# reg_file_wb

$ cat src/rtl/reg_file_wb_pkg.sv
// Shared widths and ALU opcode constants for the operand register file and its decode.
package reg_file_wb_pkg;

  localparam int DATA_W = 8;
  localparam int ADDR_W = 3;

  localparam logic [2:0] OP_FWD = 3'b000;
  localparam logic [2:0] OP_ADD = 3'b001;
  localparam logic [2:0] OP_AND = 3'b010;
  localparam logic [2:0] OP_OR  = 3'b011;

  // Only an add produces a meaningful carry, so only ADD updates the flag.
  function automatic logic flag_en_of(input logic [2:0] op);
    return op == OP_ADD;
  endfunction

endpackage

$ cat src/rtl/reg_file_wb_wb_stage.sv
// One-entry write-back stage: holds the last captured write for one cycle and
// reports whether either read address hits it.
module wb_stage
  import reg_file_wb_pkg::*;
#(
  parameter int DW = DATA_W,
  parameter int AW = ADDR_W
) (
  input  logic          clk,
  input  logic          srst,
  input  logic          write,
  input  logic [AW-1:0] in_addr,
  input  logic [DW-1:0] in_data,
  input  logic          in_co,
  input  logic          flag_en,
  input  logic [AW-1:0] rd1_addr,
  input  logic [AW-1:0] rd2_addr,
  output logic          pend_valid,
  output logic [AW-1:0] pend_addr,
  output logic [DW-1:0] pend_data,
  output logic          pend_co,
  output logic          pend_flag,
  output logic          hit1,
  output logic          hit2
);

  logic          pend_valid_reg;
  logic [AW-1:0] pend_addr_reg;
  logic [DW-1:0] pend_data_reg;
  logic          pend_co_reg;
  logic          pend_flag_reg;

  // The entry is replaced every edge; a new write overwrites the one committing now.
  always_ff @(posedge clk) begin
    if (srst) begin
      pend_valid_reg <= 1'b0;
      pend_addr_reg  <= '0;
      pend_data_reg  <= '0;
      pend_co_reg    <= 1'b0;
      pend_flag_reg  <= 1'b0;
    end else begin
      pend_valid_reg <= write;
      if (write) begin
        pend_addr_reg <= in_addr;
        pend_data_reg <= in_data;
        pend_co_reg   <= in_co;
        pend_flag_reg <= flag_en;
      end
    end
  end

  assign pend_valid = pend_valid_reg;
  assign pend_addr  = pend_addr_reg;
  assign pend_data  = pend_data_reg;
  assign pend_co    = pend_co_reg;
  assign pend_flag  = pend_flag_reg;

  assign hit1 = pend_valid_reg && (rd1_addr == pend_addr_reg);
  assign hit2 = pend_valid_reg && (rd2_addr == pend_addr_reg);

endmodule

$ cat src/rtl/reg_file_wb.sv
// Operand register file for the 8-bit ALU: two combinational read ports, one
// write port through a pending stage with read forwarding, and a committed carry flag.
module reg_file_wb
  import reg_file_wb_pkg::*;
#(
  parameter int DW = DATA_W,
  parameter int AW = ADDR_W
) (
  input  logic          CLK,
  input  logic          RESET,
  input  logic          WRITE,
  input  logic [AW-1:0] INADDRESS,
  input  logic [DW-1:0] IN,
  input  logic          IN_CO,
  input  logic          FLAG_EN,
  input  logic [AW-1:0] OUT1ADDRESS,
  input  logic [AW-1:0] OUT2ADDRESS,
  output logic [DW-1:0] OUT1,
  output logic [DW-1:0] OUT2,
  output logic          CARRY,
  output logic          BUSY
);

  localparam int NREGS = 1 << AW;

  logic          pend_valid;
  logic [AW-1:0] pend_addr;
  logic [DW-1:0] pend_data;
  logic          pend_co;
  logic          pend_flag;
  logic          hit1;
  logic          hit2;

  logic [DW-1:0] regs_reg [NREGS];
  logic          carry_reg;

  wb_stage #(.DW(DW), .AW(AW)) u_wb (
    .clk       (CLK),
    .srst      (RESET),
    .write     (WRITE),
    .in_addr   (INADDRESS),
    .in_data   (IN),
    .in_co     (IN_CO),
    .flag_en   (FLAG_EN),
    .rd1_addr  (OUT1ADDRESS),
    .rd2_addr  (OUT2ADDRESS),
    .pend_valid(pend_valid),
    .pend_addr (pend_addr),
    .pend_data (pend_data),
    .pend_co   (pend_co),
    .pend_flag (pend_flag),
    .hit1      (hit1),
    .hit2      (hit2)
  );

  // Every register clears on reset, so the array is built from per-entry flops.
  for (genvar gi = 0; gi < NREGS; gi++) begin : g_regs
    always_ff @(posedge CLK) begin
      if (RESET) begin
        regs_reg[gi] <= '0;
      end else if (pend_valid && (pend_addr == AW'(gi))) begin
        regs_reg[gi] <= pend_data;
      end
    end
  end

  always_ff @(posedge CLK) begin
    if (RESET) begin
      carry_reg <= 1'b0;
    end else if (pend_valid && pend_flag) begin
      carry_reg <= pend_co;
    end
  end

  assign OUT1  = hit1 ? pend_data : regs_reg[OUT1ADDRESS];
  assign OUT2  = hit2 ? pend_data : regs_reg[OUT2ADDRESS];
  assign CARRY = carry_reg;
  assign BUSY  = pend_valid;

endmodule

$ cat config.mk
export PLATFORM = sky130hd
export DESIGN_NAME = reg_file_wb
export DESIGN_NICKNAME = d
export VERILOG_FILES = /design/src/rtl/reg_file_wb_pkg.sv /design/src/rtl/reg_file_wb_wb_stage.sv /design/src/rtl/reg_file_wb.sv
export SDC_FILE = /design/constraint.sdc
export NUM_CORES = 1
export LEC_CHECK = 0
export CAP_MARGIN = 20
export CORE_UTILIZATION = 55
export DETAILED_ROUTE_END_ITERATION = 8
export PLACE_DENSITY = 0.78
export SLEW_MARGIN = 10
export SYNTH_ARGS = -nofsm -noshare
export SYNTH_HDL_FRONTEND = slang
export SYNTH_SLANG_ARGS = --single-unit
$ cat constraint.sdc
create_clock -name CLK -period 3.3 [get_ports CLK]
set_clock_uncertainty 0.05 [all_clocks]
set_input_delay 0.66 -clock CLK [delete_from_list [all_inputs] [get_ports CLK]]
set_output_delay 0.66 -clock CLK [all_outputs]
set_load 0.01 [all_outputs]
### Signal wires on met2, reg_file_wb

Cells faint in the background.
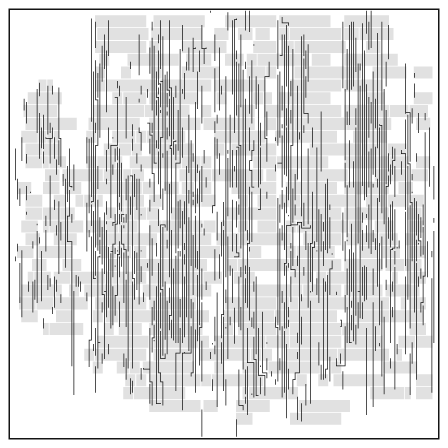
- longest straight run: 63.4 um
- share of all routed wire: 52%
- main direction: vertical
- nets with wire on the layer: 321
- wire length on this layer: 5360 um

==> run summary <==
run results: proportion of synthesized flip-flops having asynchronous set or reset 0%, count of final hold-check violations 0, post-layout net count around 370, Tightest Pin Transition 0.869 ns, Seq/total area a little over two fifths, reported combinational group power 0.317 mW, Most Frequent Cell on Critical Path mux2_2, remaining design rule violation count 0, biggest area cells edfxtp_1, mux4_1, and2_1, antenna viol nets, final 0, Post-Place Cells about 430, number of buffers added by the clock tree synthesis step 9, number of primary I/O pins ~40, Fin Setup TNS 0 ns, sort of element at the end of the critical path primary output, list of most frequent post-synthesis cells and2_1, edfxtp_1, mux2_2, flip-flop and latch area 0.00222 sq mm, Worst Path Buf+Inv 3, RSZ-0062 raised after global routing no, area of the mapped netlist ~0.0043 sq mm, count of inserted antenna diode cells 0, cell area after placement between 0.004 and 0.005 sq mm, initial antenna violation count 0, number of sequential cells in the layout about 79, CTS Root Cell clkbuf_8, Non-CTS inverters 1, final cycle utilization of the critical path a little over nine tenths, Final Core Density between 60% and 70%, number of distinct library cell variants in the gate-level netlist after synthesis 27, worst reg2reg setup slack around 1.4 ns, highest routed layer met4, area share of the leading cell type in the synthesized netlist 44.3%, Synth-to-Final Area Change 19.7%, Fin Hold WS about 0.41 ns, Comb/total area 37.0%, critical path startpoint category input pin, outcome finished, final reports clean, Skew-Pair Late Insertion Delay between 0.3 and 0.4 ns, PwrDens between 400 and 500 mW/mm^2, critical path's slowest cell mux4_2, number of synthesis warnings 0, first-pass GRT wire length 15.7 mm, number of maximum-capacitance constraint violations 0, cell depth of the worst hold path 2, DIE HEIGHT between 90 and 100 um, xor/xnor share 1.21%, type of the worst setup path in -> out, net count of the mapped netlist ~320, CTS Sinks 79, layout cell share with drive strength beyond 1 27.8%, number of flip-flops in the largest register ~64, Seq pwr share between 50 and 60%, Final Cell Area slightly above 0.005 sq mm, dominant non-sequential cell family after synthesis multiplexers, Final Max Slew Viols 0, Required @ worst endpoint roughly 2.6 ns

# fetch_queue

### Metal 3, fetch_queue

Scale bar: 50 um.
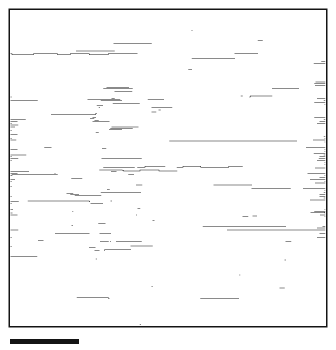
$ cat src/rtl/fetch_queue.sv
// Instruction prefetch stage: issues sequential word fetches to a multi-cycle
// instruction memory over a req/ack handshake, buffers returned words with
// their PCs in a small FIFO and presents the head to the decoder. A redirect
// flushes everything buffered and restarts fetch at the new PC.
module fetch_queue #(
    parameter int          DEPTH    = 4,
    parameter logic [31:0] RESET_PC = 32'h0000_0000
) (
    input  logic        CLK,
    input  logic        RST,
    output logic        mem_req,
    output logic [31:0] mem_addr,
    input  logic        mem_ack,
    input  logic [31:0] mem_rdata,
    output logic        inst_valid,
    output logic [31:0] inst,
    output logic [31:0] inst_pc,
    input  logic        inst_ready,
    input  logic        redirect,
    input  logic [31:0] redirect_pc
);

    localparam int PTR_W = (DEPTH > 1) ? $clog2(DEPTH) : 1;
    localparam int CNT_W = PTR_W + 1;

    // WAIT keeps the returning word; DISCARD drops it (request predates a redirect)
    typedef enum logic [1:0] {
        IDLE    = 2'd0,
        WAIT    = 2'd1,
        DISCARD = 2'd2
    } state_t;

    state_t             state_q, state_d;
    logic               mem_req_q, mem_req_d;
    logic [31:0]        mem_addr_q, mem_addr_d;
    logic [31:0]        fetch_pc_q, fetch_pc_d;
    logic [CNT_W-1:0]   count_q, count_d;
    logic [PTR_W-1:0]   rd_ptr_q, rd_ptr_d;
    logic [PTR_W-1:0]   wr_ptr_q, wr_ptr_d;
    logic [31:0]        inst_mem_q [DEPTH];
    logic [31:0]        inst_mem_d [DEPTH];
    logic [31:0]        pc_mem_q   [DEPTH];
    logic [31:0]        pc_mem_d   [DEPTH];

    logic               push;
    logic               pop;
    logic               space;
    logic [31:0]        new_pc;
    logic [31:0]        addr_inc;
    logic               unused_pc_lsbs;

    assign new_pc         = {redirect_pc[31:2], 2'b00};
    assign unused_pc_lsbs = ^redirect_pc[1:0];
    assign addr_inc       = mem_addr_q + 32'd4;

    assign mem_req    = mem_req_q;
    assign mem_addr   = mem_addr_q;
    assign inst_valid = (count_q != '0);
    assign inst       = inst_mem_q[rd_ptr_q];
    assign inst_pc    = pc_mem_q[rd_ptr_q];

    // FIFO bookkeeping; a redirect wins over any push or pop in the same cycle
    always_comb begin
        push       = (state_q == WAIT) && mem_ack && !redirect;
        pop        = inst_valid && inst_ready && !redirect;
        inst_mem_d = inst_mem_q;
        pc_mem_d   = pc_mem_q;
        if (redirect) begin
            count_d  = '0;
            rd_ptr_d = '0;
            wr_ptr_d = '0;
        end else begin
            count_d  = count_q + CNT_W'(push) - CNT_W'(pop);
            rd_ptr_d = rd_ptr_q + PTR_W'(pop);
            wr_ptr_d = wr_ptr_q + PTR_W'(push);
        end
        if (push) begin
            inst_mem_d[wr_ptr_q] = mem_rdata;
            pc_mem_d[wr_ptr_q]   = mem_addr_q;
        end
        // At most one fetch is ever in flight, so room after this cycle's
        // updates guarantees room when the next word lands.
        space = (count_d < CNT_W'(DEPTH));
    end

    // Fetch FSM: request issue, back-to-back streaming and redirect handling
    always_comb begin
        state_d    = state_q;
        mem_req_d  = mem_req_q;
        mem_addr_d = mem_addr_q;
        fetch_pc_d = fetch_pc_q;
        case (state_q)
            IDLE: begin
                if (redirect) begin
                    fetch_pc_d = new_pc;
                    state_d    = WAIT;
                    mem_req_d  = 1'b1;
                    mem_addr_d = new_pc;
                end else if (space) begin
                    state_d    = WAIT;
                    mem_req_d  = 1'b1;
                    mem_addr_d = fetch_pc_q;
                end
            end
            WAIT: begin
                if (redirect) begin
                    fetch_pc_d = new_pc;
                    if (mem_ack) begin
                        mem_addr_d = new_pc;
                    end else begin
                        // request must stay stable until acked; drop its data later
                        state_d = DISCARD;
                    end
                end else if (mem_ack) begin
                    fetch_pc_d = addr_inc;
                    if (space) begin
                        mem_addr_d = addr_inc;
                    end else begin
                        state_d   = IDLE;
                        mem_req_d = 1'b0;
                    end
                end
            end
            DISCARD: begin
                if (redirect) begin
                    fetch_pc_d = new_pc;
                end
                if (mem_ack) begin
                    state_d    = WAIT;
                    mem_addr_d = redirect ? new_pc : fetch_pc_q;
                end
            end
            default: begin
                state_d   = IDLE;
                mem_req_d = 1'b0;
            end
        endcase
    end

    // State, handshake and FIFO registers with asynchronous reset
    always_ff @(posedge CLK or posedge RST) begin
        if (RST) begin
            state_q    <= IDLE;
            mem_req_q  <= 1'b0;
            mem_addr_q <= RESET_PC;
            fetch_pc_q <= RESET_PC;
            count_q    <= '0;
            rd_ptr_q   <= '0;
            wr_ptr_q   <= '0;
            for (int i = 0; i < DEPTH; i++) begin
                inst_mem_q[i] <= '0;
                pc_mem_q[i]   <= '0;
            end
        end else begin
            state_q    <= state_d;
            mem_req_q  <= mem_req_d;
            mem_addr_q <= mem_addr_d;
            fetch_pc_q <= fetch_pc_d;
            count_q    <= count_d;
            rd_ptr_q   <= rd_ptr_d;
            wr_ptr_q   <= wr_ptr_d;
            inst_mem_q <= inst_mem_d;
            pc_mem_q   <= pc_mem_d;
        end
    end

endmodule

$ cat config.mk
export PLATFORM = sky130hd
export DESIGN_NAME = fetch_queue
export DESIGN_NICKNAME = d
export VERILOG_FILES = /design/src/rtl/fetch_queue.sv
export SDC_FILE = /design/constraint.sdc
export NUM_CORES = 1
export LEC_CHECK = 0
export ABC_CLOCK_PERIOD_IN_PS = 9300
export CAP_MARGIN = 10
export CELL_PAD_IN_SITES_DETAIL_PLACEMENT = 0
export CELL_PAD_IN_SITES_GLOBAL_PLACEMENT = 1
export CORE_UTILIZATION = 30
export DETAILED_ROUTE_END_ITERATION = 7
export GPL_ROUTABILITY_DRIVEN = 0
export PLACE_DENSITY = 0.59
export REMOVE_ABC_BUFFERS = 1
export SLEW_MARGIN = 30
export SYNTH_ARGS = -nofsm -noshare
export SYNTH_HDL_FRONTEND = slang
export SYNTH_SLANG_ARGS = --single-unit
$ cat constraint.sdc
create_clock -name CLK -period 9.3 [get_ports CLK]
set_input_delay 0.93 -clock CLK [delete_from_list [all_inputs] [get_ports CLK]]
set_output_delay 0.93 -clock CLK [all_outputs]
set_load 0.05 [all_outputs]
==> run summary <==
run results: area fraction in full adders, half adders and majority gates 0.533%, largest power group combinational cells, worst reg2reg setup slack ~4.5 ns, proportion of synthesized flip-flops having asynchronous set or reset 100%, biggest area cells dfrtp_1, mux2_2, mux4_2, Detailed Routing Iterations Pass 1 5, Post-Place Cells just under 2000, Seq cells post-synth roughly 330, port buffer count approximately 160, dominant non-sequential cell family after synthesis multiplexers, Required @ worst endpoint between 9 and 10 ns, sort of element at the end of the critical path flop, number of warnings in the stage logs 28, non-filler cells in the finished layout 2011, Highest Clock Rate about 210 MHz, routed wire length per instance 21.2 um, maximum number of pins on one net before global-route repair roughly 120, origin of the worst setup path state_q[0], remaining design rule violation count 0, total number of vias 10200, antenna viol nets, final 0, Final Core Density 38.0%, Final Max Slew Viols 0, Synth-to-Final Area Change 24.1%, area of the mapped netlist ~0.016 sq mm, first-pass GRT wire length 66.8 mm, static power due to leakage slightly above 8 nW, switching share of power about two fifths, reported sequential group power approximately 2.3 mW, top cell category flip-flops and latches, endpoint of the worst-slack reg-to-reg timing path mem_addr[12], highest routed layer met5, Comb/total area a little over a third, end point of the most critical hold path pc_mem_q[93], most frequently used cell type in the post-synthesis netlist dfrtp_1, worst reg2reg path startpoint state_q[0], Worst Path Buf+Inv 2, internal power 4.07 mW, number of maximum-capacitance constraint violations 0, worst slack at placement between 4 and 5 ns, outcome finished, final reports clean, reported combinational group power 2.68 mW, DR iter-0 viols 584, Most Used Layer, Global Route met2, layout cell share with drive strength beyond 1 between 30 and 40%, layout clock buffer count slightly below 60
About 'Metal 3' of fetch_queue:
- longest straight run: 92.5 um
- wire length on this layer: 1680 um
- nets with wire on the layer: 114
- share of all routed wire: 3.9%
- main direction: horizontal



==> gallery <==
Sequential cells colored by netlist name.
Other sequential cells in the stronger gray, the rest of the logic in the fainter gray.
shot_01.png
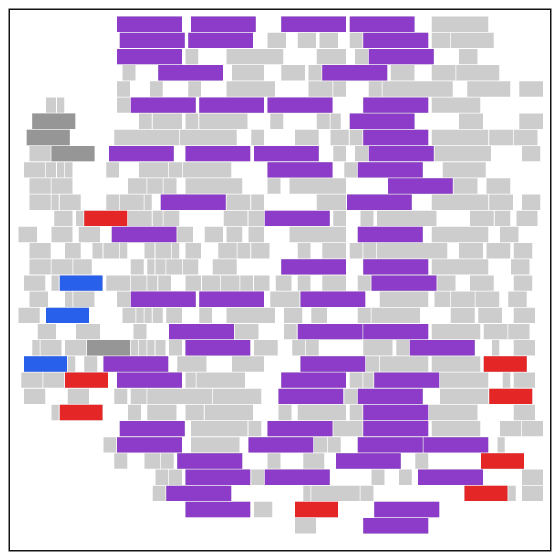
shot_02.png
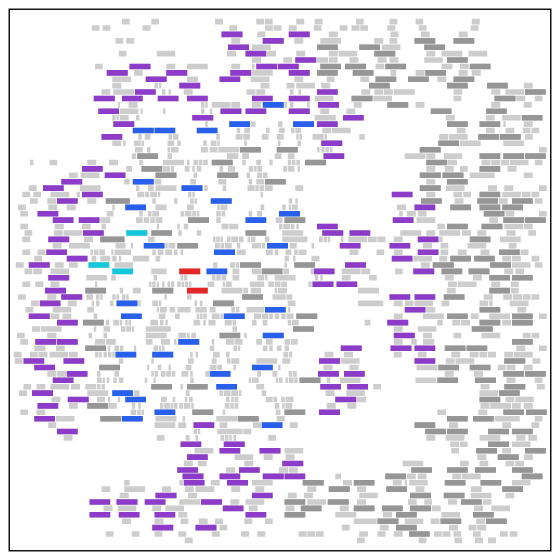
- fetch_queue = shot_02.png
- reg_file_wb = shot_01.png
Of these, most cells: shot_02.png
Of these, most sequential cells: shot_02.png

Key to shot_02.png:
- state_q: red (sequential cells 2)
- count_q: cyan (sequential cells 3)
- fetch_pc_q: blue (sequential cells 32)
- pc_mem_q: purple (sequential cells 128; where widely spread)
- not colored: 165

Power figures rest on the tool's default switching activity, not on a simulated workload.
